# block 1

Fig. 1: block 1, wires at chosen ports, followed through buffers
Scale: 8 px per um.
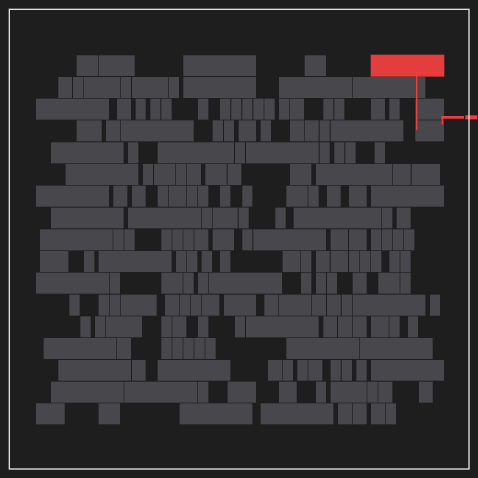

--- config.mk ---
export PLATFORM = sky130hd
export DESIGN_NAME = e1_rx_hdb3_decoder
export DESIGN_NICKNAME = d
export VERILOG_FILES = /design/src/rtl/e1_pkg.sv /design/src/rtl/e1_rx_bit_sync.sv /design/src/rtl/e1_rx_hdb3_decoder.sv
export SDC_FILE = /design/constraint.sdc
export NUM_CORES = 1
export LEC_CHECK = 0
export ABC_AREA = 1
export CAP_MARGIN = 0
export CORE_MARGIN = 3
export CORE_UTILIZATION = 60
export DETAILED_ROUTE_END_ITERATION = 7
export GPL_ROUTABILITY_DRIVEN = 1
export GPL_TIMING_DRIVEN = 0
export HOLD_SLACK_MARGIN = 0.03
export MAX_ROUTING_LAYER = met4
export PLACE_DENSITY_LB_ADDON = 0.08
export SLEW_MARGIN = 20
export SYNTH_ARGS = -nofsm -noshare
export SYNTH_HDL_FRONTEND = slang
export SYNTH_HIERARCHICAL = 1
export SYNTH_SLANG_ARGS = --single-unit
--- constraint.sdc ---
create_clock -name CLK -period 2.3 [get_ports CLK]
set_input_delay 0.345 -clock CLK [delete_from_list [all_inputs] [get_ports CLK]]
set_output_delay 0.345 -clock CLK [all_outputs]
set_load 0.02 [all_outputs]
--- src/rtl/e1_pkg.sv ---
// Shared E1 receive definitions: default rates, LOS threshold and line symbol type.
package e1_pkg;

    localparam int unsigned E1_OSR          = 8;
    localparam int unsigned E1_LOS_DEFAULT  = 32;
    localparam int unsigned E1_SYNC_DEFAULT = 2;

    typedef enum logic [1:0] {
        SYM_ZERO = 2'd0,
        SYM_POS  = 2'd1,
        SYM_NEG  = 2'd2
    } sym_t;

    function automatic logic is_mark(input sym_t s);
        return s != SYM_ZERO;
    endfunction

endpackage

--- src/rtl/e1_rx_bit_sync.sv ---
// Input synchronizers, bit timing recovery and per-cell symbol formation.
module e1_rx_bit_sync
    import e1_pkg::*;
#(
    parameter int unsigned OSR         = E1_OSR,
    parameter int unsigned SYNC_STAGES = E1_SYNC_DEFAULT
) (
    input  logic CLK,
    input  logic RST_N,
    input  logic rxp,
    input  logic rxn,
    output sym_t sym,
    output logic sym_valid,
    output logic both_err
);

    localparam int unsigned     PW      = $clog2(OSR);
    localparam logic [PW-1:0]   PH_LAST = PW'(OSR - 1);

    logic [SYNC_STAGES-1:0] sync_p_q, sync_p_d;
    logic [SYNC_STAGES-1:0] sync_n_q, sync_n_d;
    logic [PW-1:0]          phase_q, phase_d;
    logic                   any_q, any_d;
    logic                   seen_p_q, seen_p_d;
    logic                   seen_n_q, seen_n_d;
    logic                   rp, rn, edge_det, cell_close, cls_p, cls_n;

    // Next-state for synchronizers, phase counter and per-cell polarity flags.
    // On a close cycle that also carries an edge, the edge sample belongs to
    // the new cell, so it is excluded from the closing cell's flags.
    always_comb begin
        sync_p_d   = {sync_p_q[SYNC_STAGES-2:0], rxp};
        sync_n_d   = {sync_n_q[SYNC_STAGES-2:0], rxn};
        rp         = sync_p_q[SYNC_STAGES-1];
        rn         = sync_n_q[SYNC_STAGES-1];
        any_d      = rp | rn;
        edge_det   = (rp | rn) & ~any_q;
        cell_close = (phase_q == PH_LAST);
        phase_d    = edge_det ? PW'(1) : phase_q + PW'(1);
        cls_p      = seen_p_q | (rp & ~edge_det);
        cls_n      = seen_n_q | (rn & ~edge_det);
        if (cell_close) begin
            seen_p_d = edge_det & rp;
            seen_n_d = edge_det & rn;
        end else begin
            seen_p_d = seen_p_q | rp;
            seen_n_d = seen_n_q | rn;
        end
        sym_valid = cell_close;
        both_err  = cell_close & cls_p & cls_n;
        sym       = SYM_ZERO;
        if (cell_close) begin
            if (cls_p && !cls_n)      sym = SYM_POS;
            else if (cls_n && !cls_p) sym = SYM_NEG;
        end
    end

    // Timing-recovery state registers.
    always_ff @(posedge CLK or negedge RST_N) begin
        if (!RST_N) begin
            sync_p_q <= '0;
            sync_n_q <= '0;
            phase_q  <= '0;
            any_q    <= 1'b0;
            seen_p_q <= 1'b0;
            seen_n_q <= 1'b0;
        end else begin
            sync_p_q <= sync_p_d;
            sync_n_q <= sync_n_d;
            phase_q  <= phase_d;
            any_q    <= any_d;
            seen_p_q <= seen_p_d;
            seen_n_q <= seen_n_d;
        end
    end

endmodule

--- src/rtl/e1_rx_hdb3_decoder.sv ---
// E1 receive front-end: HDB3 substitution removal, code-error and LOS detection.
module e1_rx_hdb3_decoder
    import e1_pkg::*;
#(
    parameter int unsigned OSR         = E1_OSR,
    parameter int unsigned LOS_ZEROS   = E1_LOS_DEFAULT,
    parameter int unsigned SYNC_STAGES = E1_SYNC_DEFAULT
) (
    input  logic CLK,
    input  logic RST_N,
    input  logic rxp,
    input  logic rxn,
    output logic bit_valid,
    output logic bit_data,
    output logic code_err,
    output logic los
);

    sym_t       sym;
    logic       sym_valid, both_err;
    sym_t       s_q [4];
    sym_t       s_d [4];
    sym_t       w   [4];
    logic       last_neg_q, last_neg_d;
    logic       v_seen_q, v_seen_d;
    logic       last_v_neg_q, last_v_neg_d;
    logic [2:0] fill_q, fill_d;
    logic [7:0] zcnt_q, zcnt_d;
    logic       los_q, los_d;
    logic       bit_valid_q, bit_valid_d;
    logic       bit_data_q, bit_data_d;
    logic       code_err_q, code_err_d;
    logic       mark, sym_neg, is_v, v_err;

    e1_rx_bit_sync #(
        .OSR         (OSR),
        .SYNC_STAGES (SYNC_STAGES)
    ) u_bit_sync (
        .CLK       (CLK),
        .RST_N     (RST_N),
        .rxp       (rxp),
        .rxn       (rxn),
        .sym       (sym),
        .sym_valid (sym_valid),
        .both_err  (both_err)
    );

    // On each cell close: shift the symbol window, strip V/B substitution
    // pulses, check HDB3 rules, track zero runs and form the output bit.
    // The window w is the register contents after this cell's shift.
    always_comb begin
        w[0]         = sym;
        w[1]         = s_q[0];
        w[2]         = s_q[1];
        w[3]         = s_q[2];
        mark         = is_mark(sym);
        sym_neg      = (sym == SYM_NEG);
        is_v         = mark && (sym_neg == last_neg_q);
        v_err        = is_v && (is_mark(w[1]) || is_mark(w[2]) ||
                                (v_seen_q && (last_v_neg_q == sym_neg)));
        s_d          = s_q;
        last_neg_d   = last_neg_q;
        v_seen_d     = v_seen_q;
        last_v_neg_d = last_v_neg_q;
        fill_d       = fill_q;
        zcnt_d       = zcnt_q;
        los_d        = los_q;
        bit_valid_d  = 1'b0;
        bit_data_d   = 1'b0;
        code_err_d   = 1'b0;
        if (sym_valid) begin
            if (is_v) begin
                w[0]         = SYM_ZERO;
                w[3]         = SYM_ZERO;
                v_seen_d     = 1'b1;
                last_v_neg_d = sym_neg;
            end
            if (mark) begin
                last_neg_d = sym_neg;
                zcnt_d     = '0;
                los_d      = 1'b0;
            end else begin
                zcnt_d = (zcnt_q == 8'hFF) ? zcnt_q : zcnt_q + 8'd1;
                if (zcnt_d >= 8'(LOS_ZEROS)) los_d = 1'b1;
            end
            s_d         = w;
            code_err_d  = both_err | v_err;
            fill_d      = (fill_q == 3'd4) ? fill_q : fill_q + 3'd1;
            bit_valid_d = (fill_q >= 3'd3);
            bit_data_d  = (fill_q >= 3'd3) && is_mark(w[3]);
        end
    end

    // Decoder pipeline and status registers.
    always_ff @(posedge CLK or negedge RST_N) begin
        if (!RST_N) begin
            for (int unsigned i = 0; i < 4; i++) s_q[i] <= SYM_ZERO;
            last_neg_q   <= 1'b1;
            v_seen_q     <= 1'b0;
            last_v_neg_q <= 1'b0;
            fill_q       <= '0;
            zcnt_q       <= '0;
            los_q        <= 1'b1;
            bit_valid_q  <= 1'b0;
            bit_data_q   <= 1'b0;
            code_err_q   <= 1'b0;
        end else begin
            s_q          <= s_d;
            last_neg_q   <= last_neg_d;
            v_seen_q     <= v_seen_d;
            last_v_neg_q <= last_v_neg_d;
            fill_q       <= fill_d;
            zcnt_q       <= zcnt_d;
            los_q        <= los_d;
            bit_valid_q  <= bit_valid_d;
            bit_data_q   <= bit_data_d;
            code_err_q   <= code_err_d;
        end
    end

    assign bit_valid = bit_valid_q;
    assign bit_data  = bit_data_q;
    assign code_err  = code_err_q;
    assign los       = los_q;

endmodule

# block 2

<file path="src/rtl/serial_adder_rc_pkg.sv">
// rtl/serial_adder_rc_pkg.sv - shared state type and reset constants for serial_adder_rc
package serial_adder_rc_pkg;

  // Controller states: IDLE after reset, RUN for one bit per clock, DONE for one cycle
  typedef enum logic [1:0] {
    IDLE = 2'd0,
    RUN  = 2'd1,
    DONE = 2'd2
  } state_e;

  // Reset value of the result; bits [31:0] seed sum, bit 32 seeds cout
  localparam logic [32:0] RESULT_RST = '0;

endpackage

</file>
<file path="src/rtl/serial_adder_rc_full_adder_cell.sv">
// rtl/serial_adder_rc_full_adder_cell.sv - combinational 1-bit full adder cell
module full_adder_cell (
  input  logic a,
  input  logic b,
  input  logic cin,
  output logic s,
  output logic co
);

  // Sum and carry of a single bit position
  always_comb begin
    s  = a ^ b ^ cin;
    co = (a & b) | (cin & (a ^ b));
  end

endmodule

</file>
<file path="src/rtl/serial_adder_rc.sv">
// rtl/serial_adder_rc.sv - bit-serial ripple adder, LSB first; SERIAL_ADDER_RC_SUB_EN adds a subtract mode
module serial_adder_rc
  import serial_adder_rc_pkg::*;
#(
  parameter int WIDTH = 8
) (
  input  logic             clk,
  input  logic             rst_n,
  input  logic             start,
  input  logic [WIDTH-1:0] a,
  input  logic [WIDTH-1:0] b,
  input  logic             cin,
`ifdef SERIAL_ADDER_RC_SUB_EN
  input  logic             sub,
`endif
  output logic             busy,
  output logic             done,
  output logic [WIDTH-1:0] sum,
  output logic             cout
);

  localparam int CNT_W = $clog2(WIDTH);
  localparam logic [CNT_W-1:0] LAST_CNT = CNT_W'(WIDTH - 1);

  state_e           state_q, state_d;
  logic [WIDTH-1:0] a_sh_q, a_sh_d;
  logic [WIDTH-1:0] b_sh_q, b_sh_d;
  logic [WIDTH-1:0] sum_q, sum_d;
  logic [CNT_W-1:0] cnt_q, cnt_d;
  logic             carry_q, carry_d;
  logic             cout_q, cout_d;
  logic             sub_q, sub_d;
  logic             sub_in;
  logic             fa_s, fa_co;

`ifdef SERIAL_ADDER_RC_SUB_EN
  assign sub_in = sub;
`else
  assign sub_in = 1'b0;
`endif

  full_adder_cell u_fa (
    .a   (a_sh_q[0]),
    .b   (b_sh_q[0]),
    .cin (carry_q),
    .s   (fa_s),
    .co  (fa_co)
  );

  // Next-state and datapath: load on accepted start, one bit per RUN cycle
  always_comb begin
    state_d = state_q;
    a_sh_d  = a_sh_q;
    b_sh_d  = b_sh_q;
    sum_d   = sum_q;
    cnt_d   = cnt_q;
    carry_d = carry_q;
    cout_d  = cout_q;
    sub_d   = sub_q;
    case (state_q)
      IDLE, DONE: begin
        state_d = IDLE;
        if (start) begin
          // Subtraction is a + ~b + ~cin, so cin acts as borrow-in
          state_d = RUN;
          a_sh_d  = a;
          b_sh_d  = sub_in ? ~b : b;
          carry_d = sub_in ? ~cin : cin;
          sub_d   = sub_in;
          cnt_d   = '0;
          sum_d   = RESULT_RST[WIDTH-1:0];
          cout_d  = RESULT_RST[32];
        end
      end
      RUN: begin
        a_sh_d  = a_sh_q >> 1;
        b_sh_d  = b_sh_q >> 1;
        carry_d = fa_co;
        sum_d   = {fa_s, sum_q[WIDTH-1:1]};
        cnt_d   = cnt_q + CNT_W'(1);
        if (cnt_q == LAST_CNT) begin
          // In subtract mode the borrow-out is the inverted final carry
          state_d = DONE;
          cout_d  = fa_co ^ sub_q;
        end
      end
      default: state_d = IDLE;
    endcase
  end

  // State and datapath registers with asynchronous clear
  always_ff @(posedge clk or negedge rst_n) begin
    if (!rst_n) begin
      state_q <= IDLE;
      a_sh_q  <= '0;
      b_sh_q  <= '0;
      sum_q   <= RESULT_RST[WIDTH-1:0];
      cnt_q   <= '0;
      carry_q <= 1'b0;
      cout_q  <= RESULT_RST[32];
      sub_q   <= 1'b0;
    end else begin
      state_q <= state_d;
      a_sh_q  <= a_sh_d;
      b_sh_q  <= b_sh_d;
      sum_q   <= sum_d;
      cnt_q   <= cnt_d;
      carry_q <= carry_d;
      cout_q  <= cout_d;
      sub_q   <= sub_d;
    end
  end

  // Status decoded from the state register only
  always_comb begin
    busy = (state_q == RUN);
    done = (state_q == DONE);
    sum  = sum_q;
    cout = cout_q;
  end

endmodule

</file>
<file path="config.mk">
export PLATFORM = sky130hd
export DESIGN_NAME = serial_adder_rc
export DESIGN_NICKNAME = d
export VERILOG_FILES = /design/src/rtl/serial_adder_rc_pkg.sv /design/src/rtl/serial_adder_rc_full_adder_cell.sv /design/src/rtl/serial_adder_rc.sv
export SDC_FILE = /design/constraint.sdc
export NUM_CORES = 1
export LEC_CHECK = 0
export CAP_MARGIN = 20
export CORE_MARGIN = 8
export CORE_UTILIZATION = 50
export DETAILED_ROUTE_END_ITERATION = 10
export PLACE_DENSITY = 0.77
export SYNTH_ARGS = -nofsm -noshare
export SYNTH_HDL_FRONTEND = slang
export SYNTH_SLANG_ARGS = --single-unit
export TNS_END_PERCENT = 20
</file>
<file path="constraint.sdc">
create_clock -name clk -period 1.4 [get_ports clk]
set_input_delay 0.28 -clock clk [delete_from_list [all_inputs] [get_ports clk]]
set_output_delay 0.28 -clock clk [all_outputs]
set_load 0.05 [all_outputs]
</file>
# block 3

<file path="config.mk">
export PLATFORM = sky130hd
export DESIGN_NAME = fa_cache_lru
export DESIGN_NICKNAME = d
export VERILOG_FILES = /design/src/rtl/cache_pkg.sv /design/src/rtl/fa_cache_lru_lru_ages.sv /design/src/rtl/fa_cache_lru.sv
export SDC_FILE = /design/constraint.sdc
export NUM_CORES = 1
export LEC_CHECK = 0
export ABC_AREA = 1
export ABC_CLOCK_PERIOD_IN_PS = 5800
export CAP_MARGIN = 5
export CORE_ASPECT_RATIO = 1.2
export CORE_UTILIZATION = 60
export DETAILED_ROUTE_END_ITERATION = 12
export PLACE_DENSITY = 0.84
export RECOVER_POWER = 100
export SYNTH_ARGS = -nofsm -noshare
export SYNTH_HDL_FRONTEND = slang
export SYNTH_SLANG_ARGS = --single-unit
</file>
<file path="constraint.sdc">
create_clock -name clk -period 5.8 [get_ports clk]
set_input_delay 1.16 -clock clk [delete_from_list [all_inputs] [get_ports clk]]
set_output_delay 1.16 -clock clk [all_outputs]
set_load 0.1 [all_outputs]
</file>
<file path="src/rtl/cache_pkg.sv">
// Shared definitions for the fully associative cache and the memory model that feeds it.
package cache_pkg;

  localparam int DEF_WORD_W     = 16;
  localparam int DEF_LINE_WORDS = 4;
  localparam int DEF_WAYS       = 4;

  typedef enum logic [1:0] {IDLE, FILL, RESP} state_t;

  function automatic int off_w(input int line_words);
    return $clog2(line_words);
  endfunction

  function automatic int tag_w(input int addr_w, input int line_words);
    return addr_w - $clog2(line_words);
  endfunction

endpackage

</file>
<file path="src/rtl/fa_cache_lru_lru_ages.sv">
// True-LRU age ranks: age 0 is most recent, age WAYS-1 is the replacement victim.
module lru_ages
  import cache_pkg::*;
#(
  parameter int WAYS = DEF_WAYS
) (
  input  logic                    clk,
  input  logic                    reset_n,
  input  logic                    touch,
  input  logic [$clog2(WAYS)-1:0] touch_way,
  output logic [$clog2(WAYS)-1:0] victim_way
);

  localparam int IDX_W = $clog2(WAYS);

  logic [IDX_W-1:0] age [WAYS];
  logic [WAYS-1:0]  seen;

  // NOTE: sequential state uses non-blocking assignments so every register
  // samples the pre-edge values of its neighbours, whatever the block order.
  always_ff @(posedge clk) begin
    if (!reset_n) begin
      for (int i = 0; i < WAYS; i++) age[i] <= IDX_W'(i);
    end else if (touch) begin
      for (int i = 0; i < WAYS; i++) begin
        if (IDX_W'(i) == touch_way)    age[i] <= '0;
        else if (age[i] < age[touch_way]) age[i] <= age[i] + 1'b1;
      end
    end
  end

  // NOTE: every variable written in always_comb gets a default first, so no
  // path through the loop can leave it holding a value and infer a latch.
  always_comb begin
    victim_way = '0;
    for (int i = 0; i < WAYS; i++)
      if (age[i] == IDX_W'(WAYS - 1)) victim_way = IDX_W'(i);
  end

  always_comb begin
    seen = '0;
    for (int i = 0; i < WAYS; i++) seen[age[i]] = 1'b1;
  end

  ages_are_permutation: assert property (@(posedge clk) disable iff (!reset_n) &seen);

endmodule

</file>
<file path="src/rtl/fa_cache_lru.sv">
// Fully associative write-through, no-allocate cache with true-LRU replacement.
// Optional hit/access counters are enabled by defining CACHE_STATS_EN.
module fa_cache_lru
  import cache_pkg::*;
#(
  parameter int WORD_W     = DEF_WORD_W,
  parameter int ADDR_W     = 16,
  parameter int LINE_WORDS = DEF_LINE_WORDS,
  parameter int WAYS       = DEF_WAYS
) (
  input  logic                         clk,
  input  logic                         reset_n,
  input  logic                         req_valid,
  output logic                         req_ready,
  input  logic                         req_we,
  input  logic [ADDR_W-1:0]            req_addr,
  input  logic [WORD_W-1:0]            req_wdata,
  output logic                         resp_valid,
  output logic [WORD_W-1:0]            resp_rdata,
  output logic                         resp_hit,
  output logic                         fill_req,
  output logic [ADDR_W-1:0]            fill_addr,
  input  logic                         fill_valid,
  input  logic [LINE_WORDS*WORD_W-1:0] fill_data
`ifdef CACHE_STATS_EN
  ,
  output logic [31:0]                  stat_access,
  output logic [31:0]                  stat_hit
`endif
);

  localparam int OFF_W = off_w(LINE_WORDS);
  localparam int TAG_W = tag_w(ADDR_W, LINE_WORDS);
  localparam int IDX_W = $clog2(WAYS);

  state_t            state;
  logic [WAYS-1:0]   valid;
  logic [TAG_W-1:0]  tag_mem  [WAYS];
  logic [WORD_W-1:0] data_mem [WAYS][LINE_WORDS];
  logic [WORD_W-1:0] fill_words [LINE_WORDS];

  logic [TAG_W-1:0]  req_tag, lat_tag;
  logic [OFF_W-1:0]  req_off, lat_off;
  logic [WAYS-1:0]   hit_vec;
  logic              hit, accept, write_hit, fill_we, touch;
  logic [IDX_W-1:0]  hit_way, inv_way, lru_way, fill_way, touch_way;

  assign req_tag = req_addr[ADDR_W-1:OFF_W];
  assign req_off = req_addr[OFF_W-1:0];

  always_comb begin
    hit_vec = '0;
    hit_way = '0;
    inv_way = '0;
    for (int i = 0; i < WAYS; i++) begin
      hit_vec[i] = valid[i] && (tag_mem[i] == req_tag);
      if (hit_vec[i]) hit_way = IDX_W'(i);
    end
    // Scan downwards so the lowest-index invalid way wins.
    for (int i = WAYS - 1; i >= 0; i--)
      if (!valid[i]) inv_way = IDX_W'(i);
  end

  always_comb begin
    for (int k = 0; k < LINE_WORDS; k++) fill_words[k] = fill_data[k*WORD_W +: WORD_W];
  end

  assign hit       = |hit_vec;
  assign accept    = (state == IDLE) && req_valid;
  assign write_hit = accept && req_we && hit;
  assign fill_we   = (state == FILL) && fill_valid;
  assign fill_way  = (&valid) ? lru_way : inv_way;
  assign touch     = (accept && hit) || fill_we;
  assign touch_way = fill_we ? fill_way : hit_way;

  lru_ages #(.WAYS(WAYS)) u_lru (
    .clk        (clk),
    .reset_n    (reset_n),
    .touch      (touch),
    .touch_way  (touch_way),
    .victim_way (lru_way)
  );

  // NOTE: tag and data arrays carry no reset; the valid bits alone decide
  // whether their contents mean anything, so clearing them would only cost muxes.
  always_ff @(posedge clk) begin
    if (reset_n && fill_we) begin
      tag_mem[fill_way] <= lat_tag;
      for (int k = 0; k < LINE_WORDS; k++) data_mem[fill_way][k] <= fill_words[k];
    end else if (reset_n && write_hit) begin
      data_mem[hit_way][req_off] <= req_wdata;
    end
  end

  always_ff @(posedge clk) begin
    if (!reset_n) begin
      state      <= IDLE;
      valid      <= '0;
      req_ready  <= 1'b1;
      resp_valid <= 1'b0;
      resp_hit   <= 1'b0;
      resp_rdata <= '0;
      fill_req   <= 1'b0;
      fill_addr  <= '0;
      lat_tag    <= '0;
      lat_off    <= '0;
    end else begin
      case (state)
        IDLE: if (req_valid) begin
          req_ready <= 1'b0;
          lat_tag   <= req_tag;
          lat_off   <= req_off;
          if (hit || req_we) begin
            state      <= RESP;
            resp_valid <= 1'b1;
            resp_hit   <= hit;
            resp_rdata <= req_we ? (hit ? req_wdata : '0) : data_mem[hit_way][req_off];
          end else begin
            state     <= FILL;
            fill_req  <= 1'b1;
            fill_addr <= {req_tag, {OFF_W{1'b0}}};
          end
        end
        FILL: if (fill_valid) begin
          fill_req        <= 1'b0;
          valid[fill_way] <= 1'b1;
          resp_rdata      <= fill_words[lat_off];
          resp_hit        <= 1'b0;
          resp_valid      <= 1'b1;
          state           <= RESP;
        end
        RESP: begin
          resp_valid <= 1'b0;
          req_ready  <= 1'b1;
          state      <= IDLE;
        end
        default: state <= IDLE;
      endcase
    end
  end

`ifdef CACHE_STATS_EN
  always_ff @(posedge clk) begin
    if (!reset_n) begin
      stat_access <= '0;
      stat_hit    <= '0;
    end else if (accept) begin
      if (stat_access != '1)    stat_access <= stat_access + 1'b1;
      if (hit && stat_hit != '1) stat_hit    <= stat_hit + 1'b1;
    end
  end
`endif

  single_way_hit: assert property (@(posedge clk) disable iff (!reset_n) $onehot0(hit_vec));

endmodule
</file>
# block 4

`config.mk`:
```
export PLATFORM = sky130hd
export DESIGN_NAME = demultiplex
export DESIGN_NICKNAME = d
export VERILOG_FILES = /design/src/rtl/demultiplex.sv
export SDC_FILE = /design/constraint.sdc
export NUM_CORES = 1
export LEC_CHECK = 0
export ABC_AREA = 1
export CORE_UTILIZATION = 41
export DETAILED_ROUTE_END_ITERATION = 10
export PLACE_DENSITY = 0.78
export SYNTH_ARGS = -nofsm -noshare
export SYNTH_HDL_FRONTEND = slang
export SYNTH_SLANG_ARGS = --single-unit
```
`constraint.sdc`:
```
create_clock -name clk -period 1.1 [get_ports clk]
set_input_delay 0.22 -clock clk [delete_from_list [all_inputs] [get_ports clk]]
set_output_delay 0.22 -clock clk [all_outputs]
set_load 0.05 [all_outputs]
```
`src/rtl/demultiplex.sv`:
```
`default_nettype none
// ============================================================================
// Module  : demultiplex
// Purpose : Routes {index, data} words to N output channels, each backed by a
//           one-entry holding register; out-of-range words are dropped.
// Revision: 1.0
// ============================================================================
module demultiplex #(
  parameter  int W = 8,
  parameter  int N = 2,
  localparam int I = $clog2(N)
) (
  input  logic           clk,
  input  logic           rst,
  input  logic           s_stb,
  input  logic [I+W-1:0] s_dat,
  output logic           s_rdy,
  output logic [N-1:0]   m_stb,
  output logic [N*W-1:0] m_dat,
  input  logic [N-1:0]   m_rdy,
  output logic           err
);

  localparam logic [I:0] c_N = (I+1)'(N);

  logic [I-1:0] w_idx;
  logic [W-1:0] w_data;
  logic         w_in_range;
  logic [N-1:0] w_sel;
  logic [N-1:0] w_free;
  logic         r_err;

  assign w_idx      = s_dat[I+W-1:W];
  assign w_data     = s_dat[W-1:0];
  assign w_in_range = ({1'b0, w_idx} < c_N);

  // Only the addressed channel's slot decides readiness; drops are always taken.
  assign s_rdy = ~w_in_range | (|(w_sel & w_free));
  assign err   = r_err;

  generate
    for (genvar k = 0; k < N; k++) begin : g_chan
      localparam logic [I-1:0] c_K = I'(k);

      logic         r_full;
      logic [W-1:0] r_data;
      logic         w_push;
      logic         w_pop;

      assign w_sel[k]  = w_in_range & (w_idx == c_K);
      assign w_free[k] = ~r_full | m_rdy[k];
      assign w_push    = s_stb & w_sel[k] & w_free[k];
      assign w_pop     = r_full & m_rdy[k];

      // A push in the same cycle as a pop reloads the slot without a bubble.
      always_ff @(posedge clk) begin
        if (rst) begin
          r_full <= 1'b0;
          r_data <= '0;
        end else if (w_push) begin
          r_full <= 1'b1;
          r_data <= w_data;
        end else if (w_pop) begin
          r_full <= 1'b0;
        end
      end

      assign m_stb[k]         = r_full;
      assign m_dat[k*W +: W]  = r_data;
    end
  endgenerate

  always_ff @(posedge clk) begin
    if (rst) begin
      r_err <= 1'b0;
    end else if (s_stb & ~w_in_range) begin
      r_err <= 1'b1;
    end
  end

endmodule
`default_nettype wire

```
# block 5

**src/rtl/if_fetch.sv**
```systemverilog
// Instruction fetch stage: holds the PC, requests words from instruction memory
// and presents one fetched instruction at a time to the IF/ID register.
module if_fetch #(
  parameter logic [31:0] RESET_PC = 32'h0000_0000
) (
  input  logic        clk_i,
  input  logic        rst_i,
  input  logic        start_i,
  input  logic        stall_i,
  input  logic        mem_stall_i,
  input  logic        branch_i,
  input  logic [31:0] branch_target_i,
  output logic        imem_req_o,
  output logic [31:0] imem_addr_o,
  input  logic        imem_ack_i,
  input  logic [31:0] imem_data_i,
  output logic [31:0] pc_o,
  output logic [31:0] instr_o,
  output logic        valid_o
);

  typedef enum logic [1:0] {StIdle, StFetch, StReady, StDrain} state_e;

  state_e      state_q, state_d;
  logic [31:0] pc_q, pc_d;
  logic [31:0] pc_out_q, pc_out_d;
  logic [31:0] instr_q, instr_d;
  logic        valid_q, valid_d;
  logic [31:0] target_q, target_d;

  logic        adv;
  logic [31:0] branch_tgt;

  assign adv        = ~stall_i & ~mem_stall_i;
  assign branch_tgt = {branch_target_i[31:2], 2'b00};

  always_comb begin
    state_d  = state_q;
    pc_d     = pc_q;
    pc_out_d = pc_out_q;
    instr_d  = instr_q;
    valid_d  = valid_q;
    target_d = target_q;
    unique case (state_q)
      StIdle: begin
        if (start_i) state_d = StFetch;
      end
      StFetch: begin
        if (imem_ack_i) begin
          if (branch_i) begin
            pc_d = branch_tgt;
          end else begin
            instr_d  = imem_data_i;
            pc_out_d = pc_q;
            valid_d  = 1'b1;
            state_d  = StReady;
          end
        end else if (branch_i) begin
          // The outstanding request cannot be withdrawn; wait for its ack.
          target_d = branch_tgt;
          state_d  = StDrain;
        end
      end
      StDrain: begin
        if (branch_i) target_d = branch_tgt;
        if (imem_ack_i) begin
          pc_d    = branch_i ? branch_tgt : target_q;
          state_d = StFetch;
        end
      end
      StReady: begin
        if (branch_i || adv) begin
          pc_d    = branch_i ? branch_tgt : pc_q + 32'd4;
          valid_d = 1'b0;
          instr_d = 32'h0;
          state_d = StFetch;
        end
      end
      default: state_d = StIdle;
    endcase
  end

  always_ff @(posedge clk_i or posedge rst_i) begin
    if (rst_i) begin
      state_q  <= StIdle;
      pc_q     <= RESET_PC;
      pc_out_q <= 32'h0;
      instr_q  <= 32'h0;
      valid_q  <= 1'b0;
      target_q <= 32'h0;
    end else begin
      state_q  <= state_d;
      pc_q     <= pc_d;
      pc_out_q <= pc_out_d;
      instr_q  <= instr_d;
      valid_q  <= valid_d;
      target_q <= target_d;
    end
  end

  // During a drain pc_q still holds the original address, keeping it stable.
  assign imem_req_o  = (state_q == StFetch) || (state_q == StDrain);
  assign imem_addr_o = pc_q;
  assign pc_o        = pc_out_q;
  assign instr_o     = instr_q;
  assign valid_o     = valid_q;

endmodule

```
**config.mk**
```make
export PLATFORM = sky130hd
export DESIGN_NAME = if_fetch
export DESIGN_NICKNAME = d
export VERILOG_FILES = /design/src/rtl/if_fetch.sv
export SDC_FILE = /design/constraint.sdc
export NUM_CORES = 1
export LEC_CHECK = 0
export CORE_ASPECT_RATIO = 1.1
export CORE_MARGIN = 2
export CORE_UTILIZATION = 57
export CTS_CLUSTER_DIAMETER = 30
export DETAILED_ROUTE_END_ITERATION = 12
export DONT_BUFFER_PORTS = 1
export PLACE_DENSITY = 0.83
export SYNTH_ARGS = -nofsm -noshare
export SYNTH_HDL_FRONTEND = slang
export SYNTH_SLANG_ARGS = --single-unit
```
**constraint.sdc**
```tcl
create_clock -name clk_i -period 4.1 [get_ports clk_i]
set_input_delay 0.615 -clock clk_i [delete_from_list [all_inputs] [get_ports clk_i]]
set_output_delay 0.615 -clock clk_i [all_outputs]
set_load 0.1 [all_outputs]
```
Fig. 2: block 4, routed metal, one colour a layer
Scale: 8 px per um.
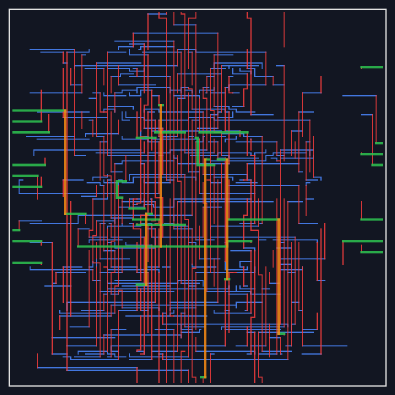
- orange: metal 4 (wire length 95.9 um)
- blue: metal 1 (wire length 1120 um)
- red: metal 2 (wire length 1420 um)
- green: metal 3 (wire length 117 um)
global-route total usage across every layer: 25.0%
total via count in the routed design: 925
total wire length after detailed routing: 2750 um
WL per Instance: 15.6 um

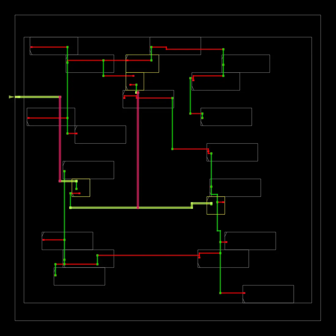
Fig. 3. Clock nets (block 4).
insertion delay to the later sink of the worst-skew pair: 320 ps
clock tree skew after final layout: 8.74 ps
total of clock buffers placed in the layout: 4
number of buffers inserted during clock tree synthesis: 3

==> ds_physical_params.txt, block 4 <==
Physical implementation characteristics

Parameter                              Value

Yosys
  Flip-flop and latch count after synthesis .................. 18
  Synthesis Warnings .................. 0
  Simple-Gate Fraction of Synth Area .................. 28.3%
  Most common reg cell .................. sky130_fd_sc_hd__dfxtp_1
  Mux area share .................. 1.36%

Worst setup path
  Cell class contributing the biggest share of worst-path delay .................. flip-flops
  Crit path to .................. s_rdy
  Type of element launching the critical path .................. register
  Worst Path Required .................. 880 ps

Outcome
  Outcome .................. finished, violations left
  Violated checks .................. negative setup slack

Clocking
  Number of sinks driven by the clock tree .................. 18
  Number of H-tree levels .................. 1

Final layout
  Number of flip-flops in the largest register .................. 16
  Non-filler instance count after layout .................. 177
  Most common cell after layout, fill and taps aside .................. sky130_fd_sc_hd__buf_12
  Reg area .................. 377 sq um
  Most frequently placed logic cells in the final layout .................. sky130_fd_sc_hd__buf_12 (20), sky130_fd_sc_hd__a21oi_1 (15), sky130_fd_sc_hd__nand3_1 (15), sky130_fd_sc_hd__nand2_1 (15), sky130_fd_sc_hd__nor2_1 (15)
  Proportion of layout cells with a drive suffix above 1 .................. 40.1%
  Area growth from synthesis to layout .................. 83.8%
  Fraction of area in registers .................. 24.8%

Final timing
  Final tally of setup violations .................. 4
  Min setup slack post-route .................. -307 ps

Detailed routing
  Via-to-Cell Ratio .................. 5.23
  Highest routed layer .................. met4

Place
  Cell area after placement .................. 0.00137 sq mm

Die
  Total number of tap cells .................. 25

GRT
  Met3 layer usage reported by global route .................. 5.77%

Worst hold path
  Worst min-delay path startpoint .................. s_stb
  Worst hold path depth .................. 4

Flow run
  Number of warnings the tools reported .................. 28
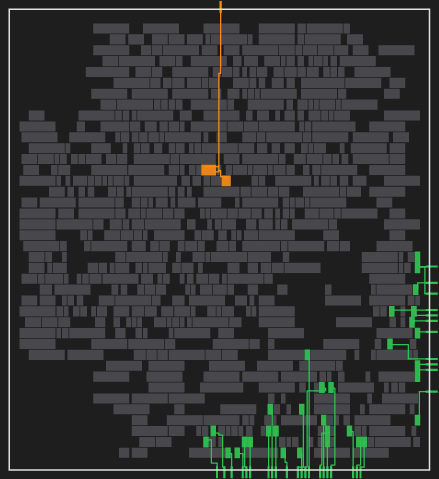
Fig. 4. Wires at chosen ports, followed through buffers (block 5).
Scale: 4 px per um.
- green: imem_data_i (bits 32; direction input; end cells 32; buffers 0; wire 297 um)
- orange: mem_stall_i (bits 1; direction input; end cells 3; buffers 0; wire 49.1 um)

==> ds_physical_params.txt, block 5 <==
Physical implementation characteristics

Parameter                              Value

Yosys
  Most repeated cell in the gate-level netlist after synthesis .................. sky130_fd_sc_hd__dfrtp_1
  Ranking of synthesized cells by instance count .................. sky130_fd_sc_hd__dfrtp_1 (131), sky130_fd_sc_hd__nand2_1 (113), sky130_fd_sc_hd__o21ai_0 (61)
  Flip-flop and latch count after synthesis .................. 131
  Simple-Gate Fraction of Synth Area .................. 15.1%
  Net count after synthesis .................. 705
  Post-synthesis cell count from yosys .................. 633
  Netlist area before placement .................. 0.00636 sq mm
  Share of flip-flops with an asynchronous set or reset after synthesis .................. 100%

Clocking
  Number of sinks driven by the clock tree .................. 131
  Number of hold buffers added after CTS .................. 0
  Gates resized, CTS repair .................. 0
  Clock tree root buffer cell .................. sky130_fd_sc_hd__clkbuf_16
  Worst-case clock buffer depth .................. 2
  Setup bufs post-CTS .................. 0
  Register clock-pin slew on the reported worst setup and hold paths .................. 60 ps

Final layout
  Area growth from synthesis to layout .................. 14.7%
  Flip-flops .................. 131
  Leading cell kind .................. registers
  Total of clock buffers placed in the layout .................. 18
  Fin util .................. 66.9%
  Proportion of layout cells with a drive suffix above 1 .................. 20.7%
  Non-filler instance count after layout .................. 804
  Fraction of area in registers .................. 45.0%
  Fraction of area in clock buffers and inverters .................. 8.90%

GRT
  Total overflow reported by the global router .................. 0
  Met1 layer usage reported by global route .................. 34.3%
  Global-route total usage across every layer .................. 29.0%
  M2 GR Usage .................. 48.5%
  Wire length of the first global-routing pass .................. 27100 um

Detailed routing
  Iteration-0 DRC Markers .................. 564
  Routed length on met2 .................. 8430 um
  WL per Instance .................. 21.5 um

Final timing
  Relative slew slack .................. 18.4%
  Clock tree skew after final layout .................. 13.1 ps
  Final tally of setup violations .................. 0

Outcome
  Outcome .................. finished clean

Worst setup path
  Depth of the critical timing path with buffers and inverters included .................. 5
  Endpoint kind of the worst setup timing path .................. register
  Cell class contributing the biggest share of worst-path delay .................. simple AND/OR/NAND/NOR gates
  Type of element launching the critical path .................. register
  Register-to-Register Setup Slack .................. 1020 ps
  Worst-path fanout max .................. 21

Die
  Core outline area .................. 0.0109 sq mm
  Count of pins on the block boundary .................. 169
  Initial core utilization .................. 58.3%
  Y dimension of the die .................. 115 um
  Total number of tap cells .................. 147
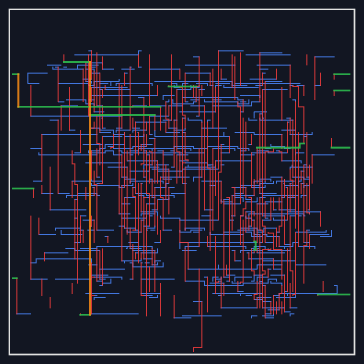
Fig. 5. Routed metal, one colour a layer (block 1).
Scale: 6 px per um.
- red: metal 2 (wire length 1440 um)
- green: metal 3 (wire length 73.8 um)
- orange: metal 4 (wire length 47.6 um)
- blue: metal 1 (wire length 1170 um)
global-route total usage across every layer: 21.0%
WL per Instance: 12.0 um
total via count in the routed design: 1204

## Picture notes: Fig. 1
- red: bit_data (bits 1; direction output; end cells 1; buffers 1; wire 13.7 um)
total of buffers placed on input and output ports: 7
count of pins on the block boundary: 8

==> ds_physical_params.txt, block 1 <==
Physical implementation characteristics

Parameter                              Value

Final layout
  Registers with the highest flip-flop counts .................. zcnt_q: 8 flops, s_q: 6 flops
  Fraction of area in registers .................. 48.6%
  Top reg by flops .................. zcnt_q
  Area growth from synthesis to layout .................. 11.3%
  Non-filler instance count after layout .................. 227

Yosys
  Cells after Synth .................. 184
  Most common reg cell .................. sky130_fd_sc_hd__dfrtp_1
  Most area-hungry cell type in the Yosys netlist .................. sky130_fd_sc_hd__dfrtp_1
  Ranking of synthesized cells by instance count .................. sky130_fd_sc_hd__nand2_1 (41), sky130_fd_sc_hd__dfrtp_1 (32), sky130_fd_sc_hd__inv_1 (27)
  Share of flip-flops with an asynchronous set or reset after synthesis .................. 100%
  Avg Cell Area, Syn .................. 8.57 sq um
  Mux area share .................. 0%
  Distinct cell type count after synthesis .................. 28
  Synthesis Warnings .................. 6
  Number of enable flip-flop cells .................. 0

Die
  Y dimension of the die .................. 57.3 um
  Initial core utilization .................. 66.8%
  Total number of tap cells .................. 28

Clocking
  Insertion delay to the later sink of the worst-skew pair .................. 330 ps
  Register clock-pin slew on the reported worst setup and hold paths .................. 100 ps

Worst setup path
  Worst-path fanout max .................. 5

Detailed routing
  Total wire length after detailed routing .................. 2730 um

Place
  Total instance count after detailed placement .................. 219
  DPL Wire Length .................. 1960 um

Outcome
  Outcome .................. finished clean

GRT
  Number of global-route vias before repair .................. 1247
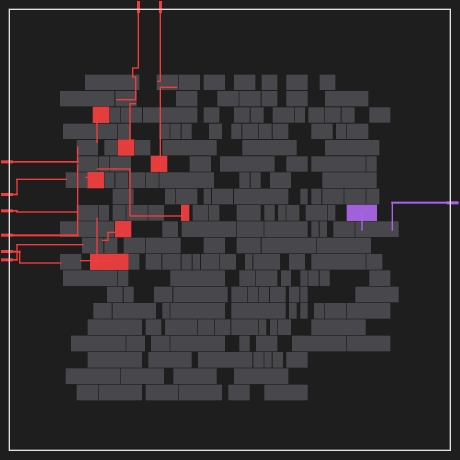
Fig. 6. Wires at chosen ports, followed through buffers (block 2).
Scale: 6 px per um.
- purple: done (bits 1; direction output; end cells 1; buffers 1; wire 16.5 um)
- red: b (bits 8; direction input; end cells 8; buffers 8; wire 185 um)
count of pins on the block boundary: 31
total of buffers placed on input and output ports: 30

==> ds_physical_params.txt, block 2 <==
Physical implementation characteristics

Parameter                              Value

Outcome
  Outcome .................. finished, violations left
  Violated checks .................. negative setup slack

Yosys
  Net count after synthesis .................. 176
  Main area contributors .................. sky130_fd_sc_hd__dfrtp_1 (47%), sky130_fd_sc_hd__mux2i_1 (13%), sky130_fd_sc_hd__a21oi_1 (5.5%)
  Proportion of netlist area held by the largest area contributor .................. 47.3%
  Compound Share, Synth .................. 19.2%
  Distinct cell type count after synthesis .................. 24
  Mux area share .................. 13.7%
  Flip-flop and latch count after synthesis .................. 31
  Most common reg cell .................. sky130_fd_sc_hd__dfrtp_1
  Avg Cell Area, Syn .................. 10.7 sq um

Detailed routing
  Via-to-Cell Ratio .................. 5.37
  Highest routed layer .................. met4
  WL per Instance .................. 15.3 um
  Remaining antenna violation count .................. 0

Die
  Chip area .................. 0.00537 sq mm

GRT
  Met1 layer usage reported by global route .................. 17.3%
  Most utilized layer in the global route result .................. met2
  M2 GR Usage .................. 24.1%
  Wire length of the first global-routing pass .................. 6130 um
  Met3 layer usage reported by global route .................. 4.90%

Clocking
  Clock tree from TritonCTS .................. built
  Register clock-pin slew on the reported worst setup and hold paths .................. 110 ps
  Worst-case clock buffer depth .................. 2
  Gates resized, CTS repair .................. 5
  Number of H-tree levels .................. 2
  Insertion delay to the later sink of the worst-skew pair .................. 330 ps

Place
  Setup slack after placement .................. -191 ps
  Routability congestion estimate from global placement .................. 0.706

Final timing
  Hold slack .................. 290 ps
  Final tally of hold violations .................. 0
  Clock tree skew after final layout .................. 9.71 ps
  Top achievable clock speed .................. 0.683 GHz
  Final tally of setup violations .................. 2
  Min setup slack post-route .................. -63.7 ps

Final layout
  Fraction of area in clock buffers and inverters .................. 2.58%
  Proportion of layout cells with a drive suffix above 1 .................. 20.6%
  Number of nets at the end of the flow .................. 216
  Fraction of cell area in non-clock buffers .................. 24.7%
  Reg area .................. 776 sq um
  Most common cell after layout, fill and taps aside .................. sky130_fd_sc_hd__dfrtp_1

Flow run
  Number of warnings the tools reported .................. 28

Worst setup path
  Worst reg2reg path endpoint .................. cnt_q[0]
  Cell class contributing the biggest share of worst-path delay .................. flip-flops
  Max incr delay on CP .................. 430 ps
  Depth of the critical timing path with buffers and inverters included .................. 2
  Type of the setup path with the least slack .................. register to output port
  Critical-path cell with the highest stage delay .................. sky130_fd_sc_hd__dfrtp_1
  Endpoint kind of the worst setup timing path .................. output port
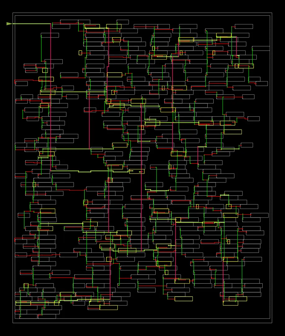
Fig. 7. Clock nets (block 3).
number of buffers inserted during clock tree synthesis: 37
total of clock buffers placed in the layout: 42
clock tree skew after final layout: 20.9 ps

==> ds_physical_params.txt, block 3 <==
Physical implementation characteristics

Parameter                              Value

Worst setup path
  Type of the setup path with the least slack .................. register to register
  Depth of the critical timing path with buffers and inverters included .................. 12
  Cell class contributing the biggest share of worst-path delay .................. simple AND/OR/NAND/NOR gates

Yosys
  Most repeated cell in the gate-level netlist after synthesis .................. sky130_fd_sc_hd__nand2_1
  Cells after Synth .................. 2003
  Xor+xnor area frac .................. 0.969%
  Share of flip-flops with an asynchronous set or reset after synthesis .................. 0%
  FA/HA/MAJ Cells, Area Fraction .................. 0.208%

Clocking
  Setup bufs post-CTS .................. 0

Final layout
  Final cell area excluding filler cells .................. 0.0208 sq mm
  Fraction of standard cell area in multi-input logic .................. 28.1%
  Area growth from synthesis to layout .................. 15.2%

Detailed routing
  WL per Instance .................. 20.1 um
  Wl on met1 .................. 17500 um

Die
  Chip area .................. 0.0308 sq mm

Final timing
  Pins Over Slew Limit .................. 34

Outcome
  Violated checks .................. max-capacitance violations, max-slew violations
  Outcome .................. finished, violations left

Flow run
  Maximum capacitance violations .................. 3

GRT
  Pin count of the biggest net entering global routing .................. 93

## Gallery

Gate families picked out.
Plate I
Scale: 3 px per um.
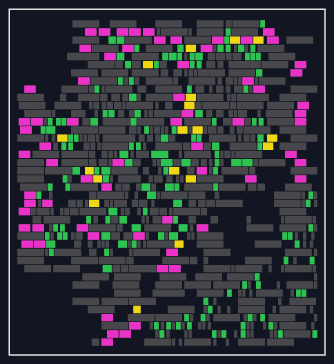
Plate II
Scale: 4 px per um.
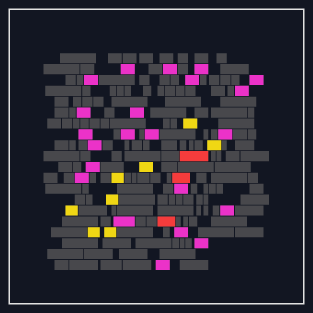
Plate III
Scale: 8 px per um.
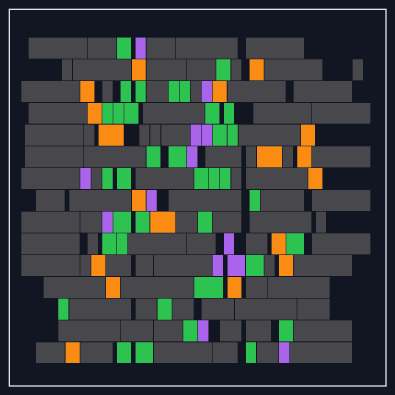
Plate IV
Scale: 2 px per um.
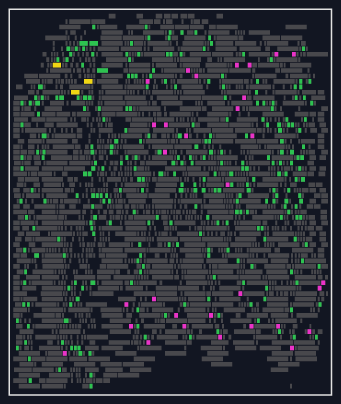
Plate V
Scale: 6 px per um.
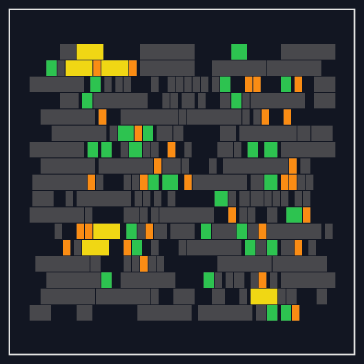
| picture | from |
|---|---|
| Plate I | block 5 |
| Plate V | block 1 |
| Plate IV | block 3 |
| Plate III | block 4 |
| Plate II | block 2 |
- smallest die: Plate III
- fewest cells: Plate III


# block 6

Fig. 8: block 6, clock nets
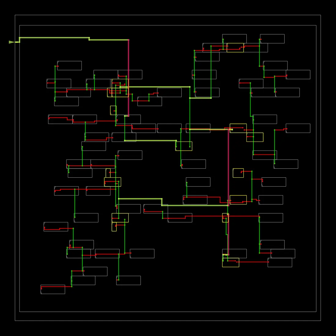
### config.mk
export PLATFORM = sky130hd
export DESIGN_NAME = subckt_bist_sequencer_flat
export DESIGN_NICKNAME = d
export VERILOG_FILES = /design/src/rtl/subckt_bist_sequencer_if.sv /design/src/rtl/subckt_bist_sequencer.sv /design/src/flat_wrapper.sv
export SDC_FILE = /design/constraint.sdc
export NUM_CORES = 1
export LEC_CHECK = 0
export ABC_AREA = 1
export CORE_UTILIZATION = 40
export CTS_CLUSTER_DIAMETER = 80
export DETAILED_ROUTE_END_ITERATION = 8
export MAX_ROUTING_LAYER = met4
export PLACE_DENSITY_LB_ADDON = 0.25
export SYNTH_ARGS = -nofsm -noshare
export SYNTH_HDL_FRONTEND = slang
export SYNTH_SLANG_ARGS = --single-unit
### constraint.sdc
create_clock -name I1470_clk -period 2.25 [get_ports I1470_clk]
set_input_delay 0.3375 -clock I1470_clk [delete_from_list [all_inputs] [get_ports I1470_clk]]
set_output_delay 0.3375 -clock I1470_clk [all_outputs]
set_load 0.02 [all_outputs]
### src/rtl/subckt_bist_sequencer_if.sv
// Harness/SUT-facing signal bundle for the BIST sequencer.
// The harness side uses the master modport; the sequencer itself uses slave.
interface subckt_bist_sequencer_if #(
    parameter int STIM_W = 6,
    parameter int CNT_W  = 10
);
    logic              start_i;
    logic              abort_i;
    logic [CNT_W-1:0]  num_patterns_i;
    logic [15:0]       seed_i;
    logic [15:0]       golden_i;
    logic              dut_resp_i;
    logic [STIM_W-1:0] stim_o;
    logic              busy_o;
    logic              done_o;
    logic              pass_o;
    logic [15:0]       signature_o;

    modport master (
        output start_i, abort_i, num_patterns_i, seed_i, golden_i, dut_resp_i,
        input  stim_o, busy_o, done_o, pass_o, signature_o
    );

    modport slave (
        input  start_i, abort_i, num_patterns_i, seed_i, golden_i, dut_resp_i,
        output stim_o, busy_o, done_o, pass_o, signature_o
    );
endinterface

### src/rtl/subckt_bist_sequencer.sv
// BIST sequencer: LFSR stimulus into one subcircuit under test, MISR compaction
// of its 1-bit response, and a golden-signature check at the end of each run.
module subckt_bist_sequencer #(
    parameter int STIM_W   = 6,
    parameter int PIPE_LAT = 2,
    parameter int CNT_W    = 10
) (
    input  logic I1470_clk,
    input  logic I1477_rst,
    subckt_bist_sequencer_if.slave bus
);
    localparam int WAIT_W = (PIPE_LAT > 1) ? $clog2(PIPE_LAT) : 1;

    typedef enum logic [2:0] {
        S_IDLE,
        S_LOAD,
        S_APPLY,
        S_WAIT,
        S_CAPTURE,
        S_CHECK,
        S_DONE
    } state_t;

    state_t            state_reg, state_next;
    logic [15:0]       lfsr_reg;
    logic [15:0]       misr_reg;
    logic [CNT_W-1:0]  cnt_reg;
    logic [CNT_W-1:0]  num_reg;
    logic [WAIT_W-1:0] wait_reg;
    logic [STIM_W-1:0] stim_reg;
    logic              pass_reg;

    logic [15:0]       lfsr_next;
    logic [15:0]       misr_next;
    logic [STIM_W-1:0] stim_load;
    logic              abort_take;

    assign lfsr_next  = {lfsr_reg[14:0], lfsr_reg[15] ^ lfsr_reg[13] ^ lfsr_reg[12] ^ lfsr_reg[10]};
    assign misr_next  = {misr_reg[14:0],
                         misr_reg[15] ^ misr_reg[13] ^ misr_reg[12] ^ misr_reg[10] ^ bus.dut_resp_i};
    assign abort_take = bus.abort_i && (state_reg != S_IDLE);

    // The SUT sees the low STIM_W bits of the LFSR.
    for (genvar gi = 0; gi < STIM_W; gi++) begin : g_stim
        assign stim_load[gi] = lfsr_reg[gi];
    end

    always_ff @(posedge I1470_clk) begin
        if (I1477_rst) begin
            state_reg <= S_IDLE;
        end else begin
            state_reg <= state_next;
        end
    end

    always_comb begin
        state_next = state_reg;
        case (state_reg)
            S_IDLE:    if (bus.start_i) state_next = S_LOAD;
            S_LOAD:    state_next = (bus.num_patterns_i == '0) ? S_CHECK : S_APPLY;
            S_APPLY:   state_next = S_WAIT;
            S_WAIT:    if (wait_reg == WAIT_W'(PIPE_LAT - 1)) state_next = S_CAPTURE;
            S_CAPTURE: state_next = (cnt_reg == num_reg - CNT_W'(1)) ? S_CHECK : S_APPLY;
            S_CHECK:   state_next = S_DONE;
            S_DONE:    state_next = S_IDLE;
            default:   state_next = S_IDLE;
        endcase
        if (abort_take) state_next = S_IDLE;
    end

    // Abort drops back to IDLE but leaves the MISR and the last pass result intact for debug.
    always_ff @(posedge I1470_clk) begin
        if (I1477_rst) begin
            lfsr_reg <= 16'h0001;
            misr_reg <= '0;
            cnt_reg  <= '0;
            num_reg  <= '0;
            wait_reg <= '0;
            stim_reg <= '0;
            pass_reg <= 1'b0;
        end else if (abort_take) begin
            stim_reg <= '0;
        end else begin
            case (state_reg)
                S_LOAD: begin
                    lfsr_reg <= (bus.seed_i == 16'h0000) ? 16'h0001 : bus.seed_i;
                    misr_reg <= '0;
                    cnt_reg  <= '0;
                    num_reg  <= bus.num_patterns_i;
                end
                S_APPLY: begin
                    stim_reg <= stim_load;
                    wait_reg <= '0;
                end
                S_WAIT: begin
                    if (wait_reg != WAIT_W'(PIPE_LAT - 1)) wait_reg <= wait_reg + WAIT_W'(1);
                end
                S_CAPTURE: begin
                    misr_reg <= misr_next;
                    lfsr_reg <= lfsr_next;
                    cnt_reg  <= cnt_reg + CNT_W'(1);
                end
                S_CHECK: begin
                    pass_reg <= (misr_reg == bus.golden_i);
                end
                default: ;
            endcase
        end
    end

    assign bus.stim_o      = stim_reg;
    assign bus.busy_o      = (state_reg != S_IDLE);
    assign bus.done_o      = (state_reg == S_DONE);
    assign bus.pass_o      = pass_reg;
    assign bus.signature_o = misr_reg;
endmodule

### src/flat_wrapper.sv
// flat-port wrapper written by rule: the top's interface ports become plain ports
module subckt_bist_sequencer_flat 
#(
    parameter int STIM_W   = 6,
    parameter int PIPE_LAT = 2,
    parameter int CNT_W    = 10
)
  (I1470_clk, I1477_rst, bus_start_i, bus_abort_i, bus_num_patterns_i, bus_seed_i, bus_golden_i, bus_dut_resp_i, bus_stim_o, bus_busy_o, bus_done_o, bus_pass_o, bus_signature_o);
  subckt_bist_sequencer_if #(.STIM_W(STIM_W), .CNT_W(CNT_W)) bus_i ();
  input  logic I1470_clk;
  input  logic I1477_rst;
  input wire logic [$bits(bus_i.start_i)-1:0] bus_start_i;
  input wire logic [$bits(bus_i.abort_i)-1:0] bus_abort_i;
  input wire logic [$bits(bus_i.num_patterns_i)-1:0] bus_num_patterns_i;
  input wire logic [$bits(bus_i.seed_i)-1:0] bus_seed_i;
  input wire logic [$bits(bus_i.golden_i)-1:0] bus_golden_i;
  input wire logic [$bits(bus_i.dut_resp_i)-1:0] bus_dut_resp_i;
  output wire logic [$bits(bus_i.stim_o)-1:0] bus_stim_o;
  output wire logic [$bits(bus_i.busy_o)-1:0] bus_busy_o;
  output wire logic [$bits(bus_i.done_o)-1:0] bus_done_o;
  output wire logic [$bits(bus_i.pass_o)-1:0] bus_pass_o;
  output wire logic [$bits(bus_i.signature_o)-1:0] bus_signature_o;
  assign bus_i.start_i = bus_start_i;
  assign bus_i.abort_i = bus_abort_i;
  assign bus_i.num_patterns_i = bus_num_patterns_i;
  assign bus_i.seed_i = bus_seed_i;
  assign bus_i.golden_i = bus_golden_i;
  assign bus_i.dut_resp_i = bus_dut_resp_i;
  assign bus_stim_o = bus_i.stim_o;
  assign bus_busy_o = bus_i.busy_o;
  assign bus_done_o = bus_i.done_o;
  assign bus_pass_o = bus_i.pass_o;
  assign bus_signature_o = bus_i.signature_o;
  subckt_bist_sequencer #(.STIM_W(STIM_W), .PIPE_LAT(PIPE_LAT), .CNT_W(CNT_W)) u_core (.I1470_clk(I1470_clk), .I1477_rst(I1477_rst), .bus(bus_i));
endmodule
==> ds_physical_params.txt <==
Physical implementation characteristics

Parameter                              Value

GRT
  Total overflow reported by the global router .................. 0
  Met1 layer usage reported by global route .................. 26.2%

Die
  Count of pins on the block boundary .................. 72

Worst setup path
  Worst-path fanout max .................. 7

Clocking
  Register clock-pin slew on the reported worst setup and hold paths .................. 70 ps

Yosys
  Distinct cell type count after synthesis .................. 39
  Compound Share, Synth .................. 17.5%
  Post-synth area from yosys stat .................. 0.00331 sq mm
  FA/HA/MAJ Cells, Area Fraction .................. 0.757%
  Main kind of combinational logic by area .................. simple AND/OR/NAND/NOR gates
  Net count after synthesis .................. 530
  Main area contributors .................. sky130_fd_sc_hd__dfxtp_1 (38%), sky130_fd_sc_hd__nand2_1 (14%), sky130_fd_sc_hd__a21oi_1 (9.8%)

Flow run
  Number of warnings the tools reported .................. 26

Final layout
  Flip-flops .................. 63
  Number of nets at the end of the flow .................. 603
  Area growth from synthesis to layout .................. 29.7%
  Fraction of standard cell area in multi-input logic .................. 40.8%

Worst hold path
  Worst min-delay path startpoint .................. u_core.bus.stim_o[3]
  Worst Hold Endpoint .................. u_core.bus.stim_o[3]

Final timing
  Min setup slack post-route .................. 129 ps
  Top achievable clock speed .................. 0.471 GHz
  Pins Over Slew Limit .................. 0
  Hold slack .................. 467 ps

Place
  Routability congestion estimate from global placement .................. 0.883
  Total instance count after detailed placement .................. 645

Pwr
  Internal power of the cells .................. 2180 uW

Detailed routing
  Number of optimization iterations in the first detailed-route pass .................. 5
  Met3 Wirelength .................. 504 um

Outcome
  Outcome .................. finished clean
Notes on Fig. 8 above:
total of clock buffers placed in the layout: 13
Power Clock: 857 uW
number of buffers inserted during clock tree synthesis: 9
number of sinks driven by the clock tree: 63
insertion delay to the later sink of the worst-skew pair: 340 ps



==> screenshots <==
Routed metal, one colour a layer.
(a)
Scale: 4 px per um.
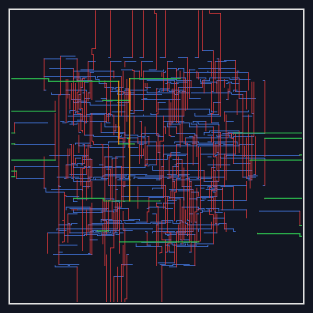
(b)
Scale: 4 px per um.
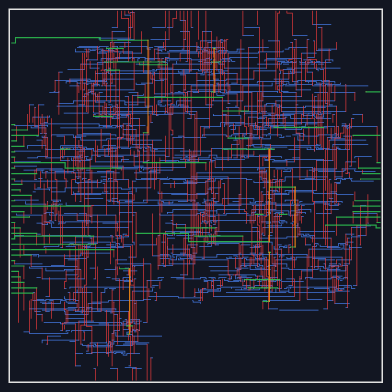
(c)
Scale: 2 px per um.
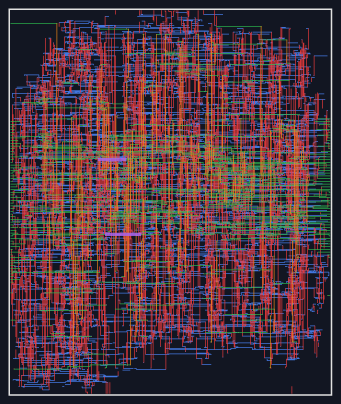
(d)
Scale: 3 px per um.
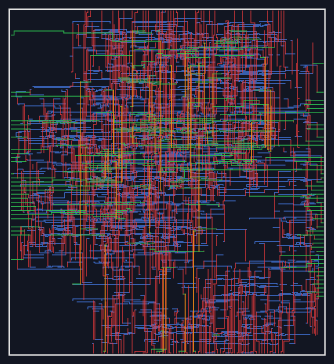
(b) -> block 6
(a) -> block 2
(c) -> block 3
(d) -> block 5
- least wire: (a)

Power is estimated from default activity; no workload was simulated.
